==================== design 1
`src/rtl/serial_word_rx.sv`:
```
// serial_word_rx: serial-to-parallel word receiver.
// Accepts one strobed bit per clock and assembles WIDTH-bit frames MSB-first or
// LSB-first, with the direction chosen at the frame-start bit. A completed word
// goes into a single-entry holding register with a valid/ready handshake. A
// sticky overrun flag records words dropped because the holding register was
// still full.
// Optional feature macro: RX_PARITY_EN adds a trailing even-parity bit per frame
// and drives PERR. Without it, PERR is tied low.
module serial_word_rx #(
  parameter int WIDTH = 32
) (
  input  logic             CLK,
  input  logic             RESET,
  input  logic             SI,
  input  logic             SI_STB,
  input  logic             SI_FRM,
  input  logic             DIR,
  output logic [WIDTH-1:0] PDATA,
  output logic             PVALID,
  input  logic             PREADY,
  output logic             BUSY,
  output logic             OVR,
  output logic             PERR
);

  localparam int CNT_W = $clog2(WIDTH + 1);
  localparam logic [CNT_W-1:0] LAST_BIT = CNT_W'(WIDTH - 1);

  localparam logic [1:0] IDLE  = 2'd0;
  localparam logic [1:0] SHIFT = 2'd1;
`ifdef RX_PARITY_EN
  localparam logic [1:0] PAR   = 2'd2;
`endif

  logic [1:0]       state, state_d;
  logic [CNT_W-1:0] cnt, cnt_d;
  logic [WIDTH-1:0] sr, sr_d;
  logic             dir_q, dir_d;
  logic             done;
  logic [WIDTH-1:0] word;
`ifdef RX_PARITY_EN
  logic             par_err;
  logic             perr_q;
`endif

  // DIR=0 shifts left with the new bit entering bit 0; DIR=1 shifts right with
  // the new bit entering the top bit. After WIDTH shifts the frame is aligned.
  function automatic logic [WIDTH-1:0] shift_in(input logic [WIDTH-1:0] cur,
                                                input logic bit_in,
                                                input logic lsb_first);
    if (lsb_first) return {bit_in, cur[WIDTH-1:1]};
    else           return {cur[WIDTH-2:0], bit_in};
  endfunction

  // Next-state logic. A frame-start strobe restarts from any state and
  // silently discards a partial frame.
  always_comb begin
    state_d = state;
    cnt_d   = cnt;
    sr_d    = sr;
    dir_d   = dir_q;
    done    = 1'b0;
    word    = sr;
`ifdef RX_PARITY_EN
    par_err = 1'b0;
`endif
    if (SI_STB) begin
      if (SI_FRM) begin
        state_d = SHIFT;
        dir_d   = DIR;
        sr_d    = shift_in(sr, SI, DIR);
        cnt_d   = CNT_W'(1);
      end else begin
        case (state)
          SHIFT: begin
            sr_d  = shift_in(sr, SI, dir_q);
            cnt_d = cnt + CNT_W'(1);
            if (cnt == LAST_BIT) begin
`ifdef RX_PARITY_EN
              state_d = PAR;
`else
              state_d = IDLE;
              done    = 1'b1;
              word    = sr_d;
`endif
            end
          end
`ifdef RX_PARITY_EN
          PAR: begin
            state_d = IDLE;
            done    = 1'b1;
            word    = sr;
            par_err = ^{sr, SI};
          end
`endif
          default: ;
        endcase
      end
    end
  end

  // ---- stage boundary: frame assembly registers ----
  // Shift register, bit count, direction latch and FSM state.
  always_ff @(posedge CLK) begin
    if (RESET) begin
      state <= IDLE;
      cnt   <= '0;
      sr    <= '0;
      dir_q <= 1'b0;
    end else begin
      state <= state_d;
      cnt   <= cnt_d;
      sr    <= sr_d;
      dir_q <= dir_d;
    end
  end

  // ---- stage boundary: holding register ----
  // Handshaked output. A completed word is loaded only if the slot is empty or
  // is being drained on this same edge; otherwise it is dropped and the
  // overrun flag is set.
  always_ff @(posedge CLK) begin
    if (RESET) begin
      PDATA  <= '0;
      PVALID <= 1'b0;
      OVR    <= 1'b0;
    end else if (done) begin
      if (!PVALID || PREADY) begin
        PDATA  <= word;
        PVALID <= 1'b1;
      end else begin
        OVR <= 1'b1;
      end
    end else if (PVALID && PREADY) begin
      PVALID <= 1'b0;
    end
  end

`ifdef RX_PARITY_EN
  // The parity error flag travels with the word in the holding register.
  always_ff @(posedge CLK) begin
    if (RESET)                          perr_q <= 1'b0;
    else if (done && (!PVALID || PREADY)) perr_q <= par_err;
  end
  assign PERR = perr_q;
`else
  assign PERR = 1'b0;
`endif

  assign BUSY = (state != IDLE);

endmodule

```
`config.mk`:
```
export PLATFORM = sky130hd
export DESIGN_NAME = serial_word_rx
export DESIGN_NICKNAME = d
export VERILOG_FILES = /design/src/rtl/serial_word_rx.sv
export SDC_FILE = /design/constraint.sdc
export NUM_CORES = 1
export LEC_CHECK = 0
export ABC_AREA = 1
export CAP_MARGIN = 20
export CORE_AREA = 2 2 88 90
export CTS_CLUSTER_SIZE = 28
export DETAILED_ROUTE_END_ITERATION = 16
export DIE_AREA = 0 0 90 92
export PLACE_DENSITY = 0.95
export REMOVE_ABC_BUFFERS = 1
export SYNTH_ARGS = -nofsm -noshare
export SYNTH_HDL_FRONTEND = slang
export SYNTH_SLANG_ARGS = --single-unit
```
`constraint.sdc`:
```
create_clock -name CLK -period 2.7 [get_ports CLK]
set_clock_uncertainty 0.15 [all_clocks]
set_input_delay 0.54 -clock CLK [delete_from_list [all_inputs] [get_ports CLK]]
set_output_delay 0.54 -clock CLK [all_outputs]
set_load 0.02 [all_outputs]
```
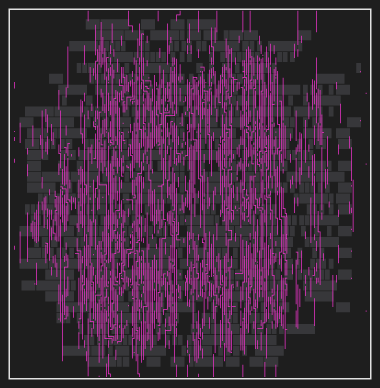
(design_1/met2.png)
Scale: 4 px per µm. Cells faint in the background.
share of all routed wire: 48%
nets with wire on the layer: 588
main direction: vertical
longest straight run: 26.9 µm
wire length on this layer: 5370 µm

==> run notes <==
Flow results follow.

The type of element capturing the critical path is a primary output. The script logs the ratio of routed vias to standard cells as 5.46. Setup repair after global routing left no endpoint under its margin. The cts-stage hold buffer count is 0. The I/O pin total is 43.

Of the post-synthesis cell area, the dominant cell type holds 33.7%. The tightest hold path in the finished design has a slack of 0.320 ns. The number of optimization iterations in the first detailed-route pass is 6. After clock tree synthesis, the clock-pin slew on the worst setup and hold paths is 0.08 ns. In this run the deepest clock path goes through 2 buffers. The capture point of the critical path is BUSY. The highest-delay cell along the critical path is sky130_fd_sc_hd__clkdlybuf4s50_1. The leakage power total is 2.51 nW. The starting utilization of the core area is 59.0%. Post-CTS timing repair inserted 0 buffers for setup. The run finished with clean final reports.

On the worst path, the slowest cell contributes a delay of 0.63 ns. The portion of the post-synthesis area used by sequential elements is 33.7%. The ratio of cells with drive above 1 in the final layout is 4.89%. According to the floorplan report, the placeable core area is 7450 µm².

The worst setup slack before clock tree synthesis is 0.389 ns. The layer carrying the most global-route usage is met2. The die is 90 µm wide. The total congestion overflow after global routing is 0. After layout, the worst setup slack is 0.623 ns. The total clock sinks is 74. The chip occupies 8280 µm². Hold analysis lists the worst path endpoint as OVR$_SDFFE_PP0P_.

The library cell used most frequently in the layout, excluding fill and tap cells, is sky130_fd_sc_hd__nand2_1. For reference, the top cells by count after synthesis are 207 x sky130_fd_sc_hd__nand2_1, 146 x sky130_fd_sc_hd__inv_1, 74 x sky130_fd_sc_hd__dfxtp_1. Looking at the clock tree report, the root buffer type is sky130_fd_sc_hd__clkbuf_8.
==> logic make-up after synthesis <==
| group | share of synthesized area, % |
|---|---|
| compound gates | 16.7 |
| xor+xnor | 0.199 |
| fa+ha+maj | 0.285 |
| buf+inv | 17.6 |
| flops | 33.7 |
| other cells | 0.0853 |
| simple gates | 31.5 |
==> final cells by class <==
class                   instances  area, µm²
multi-input cells             462       2140
clock buffers                  11        141
clock inverters                 5       77.6
inverters                     147        552
repair buffers                 57        563
well taps                     102        128
fillers                       634       2360
flip-flops and latches         74       1480
==> flip-flops by register name, indices dropped and copies added, names as in the netlist <==
register	count
sr	32
cnt	6
PDATA	32
dir_q	1
PVALID	1
state	1
OVR	1
==> layer usage <==
metal / vias up / part of all wire, %
met1: 2080 / 40
met3: 50 / 8.3
met4: 0 / 3.5
met5: - / 0
met2: 259 / 48
li1: 2297 / -
==> power breakdown <==
group	switching [mW]	leakage, nW	internal, mW
Combinational	0.286	1.79	0.145
Clock	0.432	0.109	0.543
Sequential	0.0355	0.603	1.14

==================== design 2
--- config.mk ---
export PLATFORM = sky130hd
export DESIGN_NAME = fifo_write_arbiter
export DESIGN_NICKNAME = d
export VERILOG_FILES = /design/src/rtl/fifo_write_arbiter.sv
export SDC_FILE = /design/constraint.sdc
export NUM_CORES = 1
export LEC_CHECK = 0
export CAP_MARGIN = 30
export CELL_PAD_IN_SITES_DETAIL_PLACEMENT = 0
export CELL_PAD_IN_SITES_GLOBAL_PLACEMENT = 2
export CORE_MARGIN = 4
export CORE_UTILIZATION = 19
export DETAILED_ROUTE_END_ITERATION = 10
export PLACE_DENSITY = 0.77
export SLEW_MARGIN = 20
export SYNTH_ARGS = -nofsm -noshare
export SYNTH_HDL_FRONTEND = slang
export SYNTH_SLANG_ARGS = --single-unit
--- constraint.sdc ---
create_clock -name wclk -period 2.5 [get_ports wclk]
set_clock_uncertainty 0.05 [all_clocks]
set_input_delay 0.25 -clock wclk [delete_from_list [all_inputs] [get_ports wclk]]
set_output_delay 0.25 -clock wclk [all_outputs]
set_load 0.02 [all_outputs]
--- src/rtl/fifo_write_arbiter.sv ---
// Round-robin, burst-locked arbiter for the async FIFO write port.
// A winner keeps the port until its last beat or MAX_BURST beats.
module fifo_write_arbiter #(
    parameter int DATASIZE   = 8,
    parameter int NUM_REQ    = 4,
    parameter int MAX_BURST  = 4,
    parameter int AFULL_GATE = 1
) (
    input  logic                          wclk,
    input  logic                          wrst_n,
    input  logic [NUM_REQ-1:0]            req_valid,
    input  logic [NUM_REQ-1:0]            req_last,
    input  logic [NUM_REQ*DATASIZE-1:0]   req_data,
    output logic [NUM_REQ-1:0]            req_ready,
    output logic [DATASIZE-1:0]           wdata,
    output logic                          winc,
    input  logic                          wfull,
    input  logic                          walmost_full,
    output logic [$clog2(NUM_REQ)-1:0]    grant_id,
    output logic                          busy
);

    localparam int GW = $clog2(NUM_REQ);
    localparam int BW = (MAX_BURST > 1) ? $clog2(MAX_BURST) : 1;

    localparam logic [0:0] S_IDLE  = 1'b0;
    localparam logic [0:0] S_BURST = 1'b1;

    logic [0:0]          state_q, state_d;
    logic [GW-1:0]       grant_q, grant_d;
    logic [GW-1:0]       last_q, last_d;
    logic [BW-1:0]       cnt_q, cnt_d;

    logic [NUM_REQ-1:0]  gsel;
    logic                vld_g;
    logic                lst_g;
    logic                can_grant;
    logic                cap;
    logic [NUM_REQ-1:0]  rot;
    logic [GW-1:0]       off;
    logic [GW:0]         sum;
    logic [GW-1:0]       winner;
    logic [DATASIZE-1:0] slice;

    assign gsel  = NUM_REQ'(1) << grant_q;
    assign vld_g = |(req_valid & gsel);
    assign lst_g = |(req_last & gsel);

    assign busy      = (state_q == S_BURST);
    // Live wfull gates winc so no beat ever reaches a full FIFO
    assign winc      = busy & vld_g & ~wfull;
    assign req_ready = winc ? gsel : '0;
    assign grant_id  = grant_q;

    always_comb begin
        slice = '0;
        for (int i = 0; i < NUM_REQ; i++) begin
            if (grant_q == GW'(i)) slice = req_data[i*DATASIZE +: DATASIZE];
        end
    end

    assign wdata = busy ? slice : '0;

    // Rotate so bit 0 is the requester right after the last winner
    assign rot = NUM_REQ'({req_valid, req_valid} >>
                          ((GW+1)'(last_q) + (GW+1)'(1)));

    always_comb begin
        off = '0;
        for (int k = NUM_REQ - 1; k >= 0; k--) begin
            if (rot[k]) off = GW'(k);
        end
    end

    assign sum    = (GW+1)'(last_q) + (GW+1)'(off) + (GW+1)'(1);
    assign winner = (sum >= (GW+1)'(NUM_REQ))
                  ? GW'(sum - (GW+1)'(NUM_REQ)) : GW'(sum);

    assign can_grant = (|req_valid) & ~wfull &
                       ((AFULL_GATE == 0) | ~walmost_full);
    assign cap       = (cnt_q == BW'(MAX_BURST - 1));

    always_comb begin
        state_d = state_q;
        grant_d = grant_q;
        last_d  = last_q;
        cnt_d   = cnt_q;
        unique case (state_q)
            S_IDLE: begin
                if (can_grant) begin
                    grant_d = winner;
                    cnt_d   = '0;
                    state_d = S_BURST;
                end
            end
            S_BURST: begin
                if (winc) begin
                    if (lst_g | cap) begin
                        state_d = S_IDLE;
                        last_d  = grant_q;
                    end else begin
                        cnt_d = cnt_q + BW'(1);
                    end
                end
            end
            default: state_d = S_IDLE;
        endcase
    end

    always_ff @(posedge wclk or negedge wrst_n) begin
        if (!wrst_n) begin
            state_q <= S_IDLE;
            grant_q <= '0;
            last_q  <= GW'(NUM_REQ - 1);
            cnt_q   <= '0;
        end else begin
            state_q <= state_d;
            grant_q <= grant_d;
            last_q  <= last_d;
            cnt_q   <= cnt_d;
        end
    end

endmodule

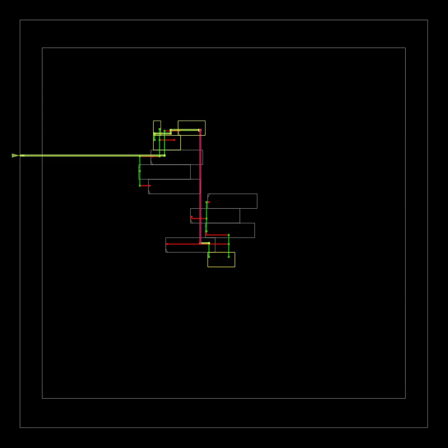
(design_2/final_clocks.png)
num sequential: 7
Power Clock: 155 µW
number of clock-tree buffers in the layout: 4
number of sinks driven by the clock tree: 7
total clock buffers created by CTS: 3

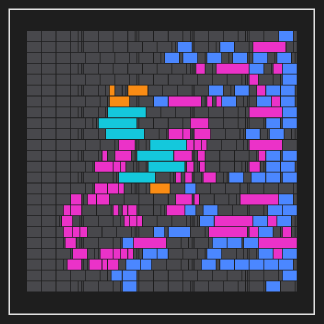
(design_2/cell_classes.png)
Scale: 4 px per µm. Fill, decap, tap and diode cells in grey.
| colour | class | cells |
|---|---|---|
| cyan | flip-flops | 7 |
| blue | other buffers and delay cells | 67 |
| magenta | all other logic | 74 |
| orange | clock drivers and dummy loads | 4 |
post-route cell area: 1610 µm²
area of the core: 4410 µm²
register fraction of the total cell area: 11.1%
site row count: 24
share of the core filled with cells: 36.5%

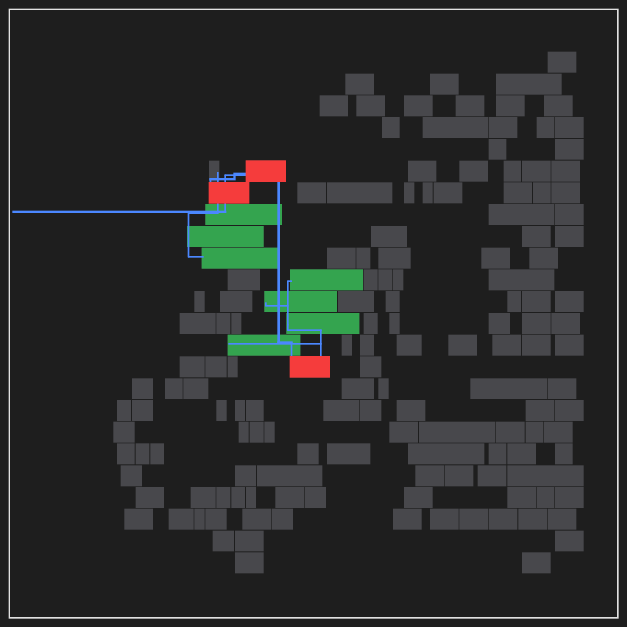
(design_2/clock_map.png)
Scale: 8 px per µm.
[blue] clock wires | length: 118 µm
[green] flip-flops | count: 7
[red] cells driving clock nets | count: 3
flops lie: centre
routed clock nets: 4

==> run notes <==
Flow results follow.

sky130_fd_sc_hd__and2_1 is the most common cell in the netlist. Once iteration 0 of detailed routing completed, the report listed 38 DRC markers. The top cell types in the final layout, fill and taps aside, are 59 x sky130_fd_sc_hd__clkdlybuf4s50_1, 8 x sky130_fd_sc_hd__and2_1, 7 x sky130_fd_sc_hd__nor2_1, 7 x sky130_fd_sc_hd__buf_4.

The detailed placer's ending HPWL is 2580 µm. The tap cell count is 52. The number of cells in the finished layout apart from fillers is 204.

The floorplan step records an initial core utilization of 19.8%. The count of inserted antenna diode cells is 0. The period utilization is 94.8%. The clock slew seen by the registers of the worst setup and hold paths is 0.04 ns. The number of warnings printed during yosys synthesis is 0. The flow ran to the end, and the final reports show no timing, DRC or antenna violations.

For this run, the detailed router reports a per-instance via density of 4.64. The tool warning count is 26. The power report lists cell-internal power as 879 µW. In this run the vertical extent of the chip is 75.9 µm. The startpoint identified for the worst register-to-register timing path is last_q[0]$_DFFE_PN1P_. The clock tree root buffer cell is sky130_fd_sc_hd__clkbuf_8.

The number of antenna violations at the first check in global routing is 0. The combinational group share of total power is 71.8%. The capture point of the worst reg-to-reg path is grant_id[1]$_DFFE_PN0P_. After global routing the overflow that remains totals 0.

For the pin with the worst max-slew slack, the measured transition is 0.311 ns. After synthesis, the design contains 88 cells according to Yosys. The biggest area contributor in the post-synthesis netlist is sky130_fd_sc_hd__mux4_2. The worst-skew pair later-pin latency is 0.22 ns. The highest-power group is combinational logic. The largest delay contributor family on the critical path is buffers and inverters.

The data arrival time of the worst path is 2.07 ns.
[what timing repair did]
item | 4_1_cts | 5_1_grt
gates resized | 1 | 2
hold buffers | 0 | 0
setup endpoints to repair | 2 | 4
[through the flow]
stage / worst slack [ns] / hold slack (ns) / util (%) / power [mW] / instance area [µm²]
after floorplan: 0.527 / -0.0956 / - / 0.925 / 876
after detailed placement: 0.149 / 0.483 / 35.3 / 1.33 / 1560
after global placement: 0.144 / 0.482 / 35.3 / 1.32 / 1560
after CTS: 0.0315 / 0.244 / 36.4 / 1.50 / 1610
final: 0.129 / 0.234 / 36.5 / 1.48 / 1610
after global routing: 0.0232 / 0.255 / 36.5 / 1.62 / 1610
[layer usage]
layer  vias up  wire length [µm]
met4         0                21
met2        58              1290
met3         2               510
li1        465                 -
met5         -                 0
met1       421              1320
[cells by family after synthesis]
| logic type | count (synthesis) | synth area share, % |
|---|---|---|
| AOI/OAI and AO/OA | 14 | 11.0 |
| muxes | 13 | 31.1 |
| buffers and inverters | 9 | 4.85 |
| xor gates and xnor gates | 1 | 1.00 |
| and+or+nand+nor | 42 | 28.9 |
| DFF | 7 | 20.3 |
| adders and majority gates | 2 | 2.86 |

==================== design 3
==> design_3/final_clocks.png <==
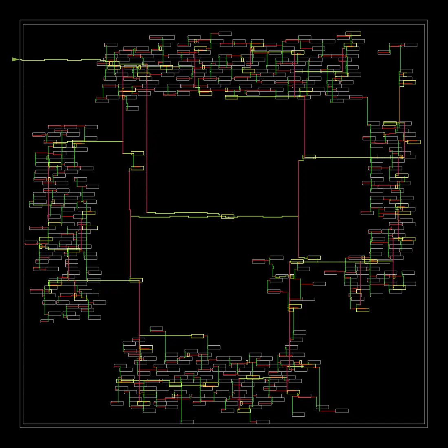
==> design_3/cell_classes.png <==
Scale: 1 px per µm. Fill, decap, tap and diode cells in grey.
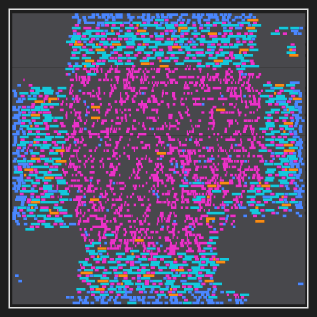
==> design_3/pins.png <==
Scale: 1 px per µm. Pins as bars across the die edge, other pins in grey.
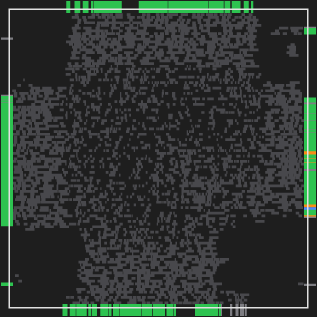
File: config.mk
export PLATFORM = sky130hd
export DESIGN_NAME = chan_snapshot_packer_flat
export DESIGN_NICKNAME = d
export VERILOG_FILES = /design/src/rtl/chan_snapshot_pkg.sv /design/src/rtl/chan_snapshot_packer_if.sv /design/src/rtl/chan_snapshot_packer_snap_byte_mux.sv /design/src/rtl/chan_snapshot_packer.sv /design/src/flat_wrapper.sv
export SDC_FILE = /design/constraint.sdc
export NUM_CORES = 1
export LEC_CHECK = 0
export CORE_MARGIN = 2
export CORE_UTILIZATION = 30
export CTS_BUF_LIST = sky130_fd_sc_hd__clkbuf_16
export DETAILED_ROUTE_END_ITERATION = 12
export SLEW_MARGIN = 40
export SYNTH_ARGS = -nofsm -noshare
export SYNTH_HDL_FRONTEND = slang
export SYNTH_SLANG_ARGS = --single-unit
File: constraint.sdc
create_clock -name iclk -period 6.5 [get_ports iclk]
set_input_delay 0.65 -clock iclk [delete_from_list [all_inputs] [get_ports iclk]]
set_output_delay 0.65 -clock iclk [all_outputs]
set_load 0.01 [all_outputs]
File: src/rtl/chan_snapshot_pkg.sv
// Shared types and helpers for the channel snapshot packer.
package chan_snapshot_pkg;

    localparam int BYTE_W = 8;

    typedef enum logic [0:0] {
        IDLE   = 1'b0,
        STREAM = 1'b1
    } state_t;

    // Number of bytes needed to carry one channel of 'width' bits.
    function automatic int bytes_per_ch(input int width);
        return (width + BYTE_W - 1) / BYTE_W;
    endfunction

endpackage

File: src/rtl/chan_snapshot_packer_if.sv
// Read port and byte stream of the channel snapshot packer.
//
// Stream handshake: the packer (master) raises byte_valid and holds byte_out
// and byte_last stable until the consumer (slave) samples byte_ready=1 on a
// rising iclk edge with byte_valid=1; that edge transfers exactly one byte.
// byte_valid never drops before its byte has transferred.
interface chan_snapshot_packer_if #(
    parameter int ADDR_W = 8
);
    import chan_snapshot_pkg::*;

    logic [ADDR_W-1:0] rd_addr;
    logic [BYTE_W-1:0] rd_data;
    logic [BYTE_W-1:0] byte_out;
    logic              byte_valid;
    logic              byte_ready;
    logic              byte_last;

    modport master (
        input  rd_addr, byte_ready,
        output rd_data, byte_out, byte_valid, byte_last
    );

    modport slave (
        output rd_addr, byte_ready,
        input  rd_data, byte_out, byte_valid, byte_last
    );

endinterface

File: src/rtl/chan_snapshot_packer_snap_byte_mux.sv
// Selects byte[idx] from a flat multi-channel snapshot; each channel is padded
// with zeros up to a whole number of bytes. Out-of-range indices return 0.
module snap_byte_mux
    import chan_snapshot_pkg::*;
#(
    parameter int NUM_CH   = 8,
    parameter int CH_WIDTH = 50,
    parameter int IDX_W    = 8
) (
    input  logic [NUM_CH*CH_WIDTH-1:0] snap,
    input  logic [IDX_W-1:0]           idx,
    output logic [BYTE_W-1:0]          byte_sel
);

    localparam int BPC   = bytes_per_ch(CH_WIDTH);
    localparam int TOTAL = NUM_CH * BPC;

    logic [TOTAL*BYTE_W-1:0] padded;

    // Re-lay channels on byte boundaries; bits above CH_WIDTH stay zero.
    always_comb begin
        padded = '0;
        for (int k = 0; k < NUM_CH; k++) begin
            padded[k*BPC*BYTE_W +: CH_WIDTH] = snap[k*CH_WIDTH +: CH_WIDTH];
        end
    end

    // Compare-and-select keeps every part-select in range for any idx.
    always_comb begin
        byte_sel = '0;
        for (int i = 0; i < TOTAL; i++) begin
            if (int'(idx) == i) begin
                byte_sel = padded[i*BYTE_W +: BYTE_W];
            end
        end
    end

endmodule

File: src/rtl/chan_snapshot_packer.sv
// Channel snapshot packer: captures NUM_CH channels atomically and exposes the
// snapshot as byte-addressed registered reads and as a valid/ready stream.
// Optional build macro CHAN_SNAPSHOT_CHECKSUM_EN appends an XOR checksum byte
// to the stream and makes it readable at BASE_ADDR+TOTAL.
module chan_snapshot_packer
    import chan_snapshot_pkg::*;
#(
    parameter int NUM_CH    = 8,
    parameter int CH_WIDTH  = 50,
    parameter int BASE_ADDR = 4,
    parameter int ADDR_W    = 8
) (
    input  logic                       iclk,
    input  logic                       rstn,
    input  logic [NUM_CH*CH_WIDTH-1:0] ch_data,
    input  logic                       capture,
    input  logic                       stream_start,
    input  logic                       clr_overrun,
    output logic                       busy,
    output logic                       snap_valid,
    output logic                       overrun,
    output state_t                     dbg_state,
    chan_snapshot_packer_if.master     bus
);

    localparam int BPC   = bytes_per_ch(CH_WIDTH);
    localparam int TOTAL = NUM_CH * BPC;
`ifdef CHAN_SNAPSHOT_CHECKSUM_EN
    localparam int STREAM_LEN = TOTAL + 1;
`else
    localparam int STREAM_LEN = TOTAL;
`endif
    localparam int IDX_W = $clog2(STREAM_LEN + 1);
    localparam logic [IDX_W-1:0] LAST_IDX = IDX_W'(STREAM_LEN - 1);

    state_t                     state;
    logic [IDX_W-1:0]           idx;
    logic [NUM_CH*CH_WIDTH-1:0] snapshot;
    logic                       valid_q;
    logic [BYTE_W-1:0]          stream_mux_byte;
    logic [BYTE_W-1:0]          stream_byte;
    logic [BYTE_W-1:0]          rd_mux_byte;
    logic [BYTE_W-1:0]          rd_next;
    logic [ADDR_W-1:0]          rd_off;
    logic                       rd_in_range;

    snap_byte_mux #(.NUM_CH(NUM_CH), .CH_WIDTH(CH_WIDTH), .IDX_W(IDX_W)) u_stream_mux (
        .snap     (snapshot),
        .idx      (idx),
        .byte_sel (stream_mux_byte)
    );

    snap_byte_mux #(.NUM_CH(NUM_CH), .CH_WIDTH(CH_WIDTH), .IDX_W(ADDR_W)) u_rd_mux (
        .snap     (snapshot),
        .idx      (rd_off),
        .byte_sel (rd_mux_byte)
    );

    assign rd_in_range = (int'(bus.rd_addr) >= BASE_ADDR) &&
                         (int'(bus.rd_addr) <  BASE_ADDR + TOTAL);
    assign rd_off      = ADDR_W'(int'(bus.rd_addr) - BASE_ADDR);

`ifdef CHAN_SNAPSHOT_CHECKSUM_EN
    logic [BPC*BYTE_W-1:0] ch_fold;
    logic [BYTE_W-1:0]     checksum;

    // XOR of all snapshot bytes: fold the channels first, then the bytes.
    always_comb begin
        ch_fold = '0;
        for (int k = 0; k < NUM_CH; k++) begin
            ch_fold[CH_WIDTH-1:0] ^= snapshot[k*CH_WIDTH +: CH_WIDTH];
        end
        checksum = '0;
        for (int b = 0; b < BPC; b++) begin
            checksum ^= ch_fold[b*BYTE_W +: BYTE_W];
        end
    end

    assign stream_byte = (idx == IDX_W'(TOTAL)) ? checksum : stream_mux_byte;
    assign rd_next     = rd_in_range ? rd_mux_byte :
                         (int'(bus.rd_addr) == BASE_ADDR + TOTAL) ? checksum : '0;
`else
    assign stream_byte = stream_mux_byte;
    assign rd_next     = rd_in_range ? rd_mux_byte : '0;
`endif

    // Snapshot capture, overrun flag and IDLE/STREAM sequencing.
    always_ff @(posedge iclk or negedge rstn) begin
        if (!rstn) begin
            state      <= IDLE;
            idx        <= '0;
            snapshot   <= '0;
            snap_valid <= 1'b0;
            busy       <= 1'b0;
            valid_q    <= 1'b0;
            overrun    <= 1'b0;
        end else begin
            // A new drop wins over a same-edge clear.
            overrun <= (overrun && !clr_overrun) || (state == STREAM && capture);
            case (state)
                IDLE: begin
                    if (capture) begin
                        snapshot   <= ch_data;
                        snap_valid <= 1'b1;
                    end
                    if (stream_start && (snap_valid || capture)) begin
                        state   <= STREAM;
                        idx     <= '0;
                        busy    <= 1'b1;
                        valid_q <= 1'b1;
                    end
                end
                STREAM: begin
                    if (bus.byte_ready) begin
                        if (idx == LAST_IDX) begin
                            state   <= IDLE;
                            idx     <= '0;
                            busy    <= 1'b0;
                            valid_q <= 1'b0;
                        end else begin
                            idx <= idx + 1'b1;
                        end
                    end
                end
                default: state <= IDLE;
            endcase
        end
    end

    // Registered random read, refreshed every cycle regardless of state.
    always_ff @(posedge iclk or negedge rstn) begin
        if (!rstn) begin
            bus.rd_data <= '0;
        end else begin
            bus.rd_data <= rd_next;
        end
    end

    assign bus.byte_valid = valid_q;
    assign bus.byte_out   = valid_q ? stream_byte : '0;
    assign bus.byte_last  = valid_q && (idx == LAST_IDX);
    assign dbg_state      = state;

endmodule

File: src/flat_wrapper.sv
// flat-port wrapper written by rule: the top's interface ports become plain ports
module chan_snapshot_packer_flat import chan_snapshot_pkg::*;
#(
    parameter int NUM_CH    = 8,
    parameter int CH_WIDTH  = 50,
    parameter int BASE_ADDR = 4,
    parameter int ADDR_W    = 8
)
  (iclk, rstn, ch_data, capture, stream_start, clr_overrun, busy, snap_valid, overrun, dbg_state, bus_rd_addr, bus_byte_ready, bus_rd_data, bus_byte_out, bus_byte_valid, bus_byte_last);
  chan_snapshot_packer_if #(.ADDR_W(ADDR_W)) bus_i ();
  input  logic iclk;
  input  logic rstn;
  input  logic [NUM_CH*CH_WIDTH-1:0] ch_data;
  input  logic capture;
  input  logic stream_start;
  input  logic clr_overrun;
  output logic busy;
  output logic snap_valid;
  output logic overrun;
  output state_t dbg_state;
  input wire logic [$bits(bus_i.rd_addr)-1:0] bus_rd_addr;
  input wire logic [$bits(bus_i.byte_ready)-1:0] bus_byte_ready;
  output wire logic [$bits(bus_i.rd_data)-1:0] bus_rd_data;
  output wire logic [$bits(bus_i.byte_out)-1:0] bus_byte_out;
  output wire logic [$bits(bus_i.byte_valid)-1:0] bus_byte_valid;
  output wire logic [$bits(bus_i.byte_last)-1:0] bus_byte_last;
  assign bus_i.rd_addr = bus_rd_addr;
  assign bus_i.byte_ready = bus_byte_ready;
  assign bus_rd_data = bus_i.rd_data;
  assign bus_byte_out = bus_i.byte_out;
  assign bus_byte_valid = bus_i.byte_valid;
  assign bus_byte_last = bus_i.byte_last;
  chan_snapshot_packer #(.NUM_CH(NUM_CH), .CH_WIDTH(CH_WIDTH), .BASE_ADDR(BASE_ADDR), .ADDR_W(ADDR_W)) u_core (.iclk(iclk), .rstn(rstn), .ch_data(ch_data), .capture(capture), .stream_start(stream_start), .clr_overrun(clr_overrun), .busy(busy), .snap_valid(snap_valid), .overrun(overrun), .dbg_state(dbg_state), .bus(bus_i));
endmodule
==> run notes <==
Flow results follow.

The path class of the tightest hold or removal check is in2async. The worst-skew pair later-pin latency is 0.60 ns. The script parses the final routing iteration and logs DRC violations as 0.

From left edge to right edge, the die measures 297 µm. The xor and xnor fraction of the mapped netlist area is 0%. For the combinational group, total power comes out at 3.72 mW. The OpenROAD report gives the critical path a data arrival time of 5.39 ns.

The final hold violation count is 0. The number of clock buffers inserted by TritonCTS is 48. The critical path contains buffers and inverters numbering 2 combined. The capture point of the worst reg-to-reg path is u_core.bus.rd_data[0]$_DFF_PN0_. The chip area in the Yosys report is 25800 µm². The power per unit of standard cell area is 380 nW/µm². The largest cell class by area is combinational gates. The count of input and output buffers is 435. The most critical setup path has its startpoint at u_core.idx[0]$_DFFE_PN0P_. The number of multi-input combinational cells in the layout is 1905. The proportion of synthesized flip-flops having asynchronous set or reset is 100%. The tap cell count is 1144.

The top cell type in the final layout, fill and taps aside, is sky130_fd_sc_hd__clkdlybuf4s50_1. The run finished with clean final reports. For this design, the CTS-stage hold fixing added 0 buffers.

The ratio of cells with drive above 1 in the final layout is 22.7%. For this run, the total global-route usage over all layers was measured as 31.0%. STA classifies the critical path endpoint as a primary output. The placement row count is 107. The highest cell delay on the worst timing path is 0.66 ns. Per the detail_route report, the via count comes to 25954. Net switching is 41.5% of the power.

The area of all sequential standard cells is 10500 µm². The distinct cell type count after synthesis is 114. The first global-routing pass estimated 197000 µm of wire. The area of the mapped netlist is 25800 µm². According to the report, the first pass of detailed routing completed in 6 iterations. At the floorplan stage, the core utilization is reported as 30.2%. In the post-synthesis netlist, the biggest area contributors are sky130_fd_sc_hd__dfrtp_1 41%, sky130_fd_sc_hd__mux2_2 17%, sky130_fd_sc_hd__o21ai_0 2.8%, sky130_fd_sc_hd__nor2_1 2.2%, sky130_fd_sc_hd__a21oi_1 2.2%. The net count after synthesis is 2953.
Notes on design_3/final_clocks.png above:
number of clock-tree buffers in the layout: 49
setup skew after layout: 0.0224 ns

Notes on design_3/cell_classes.png above:
| colour | class | cells |
|---|---|---|
| magenta | all other logic | 1933 |
| orange | clock drivers and dummy loads | 87 |
| cyan | flip-flops | 418 |
| blue | other buffers and delay cells | 523 |

Notes on design_3/pins.png above:
| colour | port | pins | direction | edge |
|---|---|---|---|---|
| orange | bus_rd_addr | 8 | input | east |
| green | ch_data | 400 | input | 132 north, 100 south, 95 west, 73 east |
| blue | bus_byte_valid | 1 | output | east |
all pins by edge: 136 north, 107 south, 99 west, 94 east

==> flip-flops by register name, indices dropped and copies added (netlist names) <==
signal	flops
u_core.snap_valid	1
u_core.snapshot	400
u_core.bus.rd_data	8
u_core.overrun	1
u_core.busy	1
u_core.idx	6
u_core.dbg_state	1
==> cells by family after synthesis <==
| kind of cell | Yosys count |
|---|---|
| adders and majority gates | 4 |
| DFF | 418 |
| muxes | 425 |
| AOI/OAI and AO/OA | 772 |
| buffers and inverters | 212 |
| and+or+nand+nor | 704 |
==> how the worst max path moves through the flow <==
stage / to / slack (ns)
after floorplan: bus_byte_out[5] / 3.25
after global placement: bus_byte_out[3] / 1.24
after detailed placement: bus_byte_out[2] / 1.34
after CTS: bus_byte_out[2] / 0.70
after global routing: bus_byte_out[5] / 0.46
final: bus_byte_out[2] / 0.46
==> metal layers <==
| metal | part of all wire [%] | track usage [%] | vias to the layer above | routed length, µm |
|---|---|---|---|---|
| li1 | - | - | 10635 | - |
| met1 | 40 | 41.1 | 13083 | 57100 |
| met2 | 43 | 46.8 | 1823 | 61500 |
| met3 | 11 | 8.24 | 409 | 15500 |
| met4 | 5.6 | 14.9 | 4 | 8030 |
| met5 | 0.021 | 0 | - | 30 |

Power figures rest on the tool's default switching activity, not on a simulated workload.
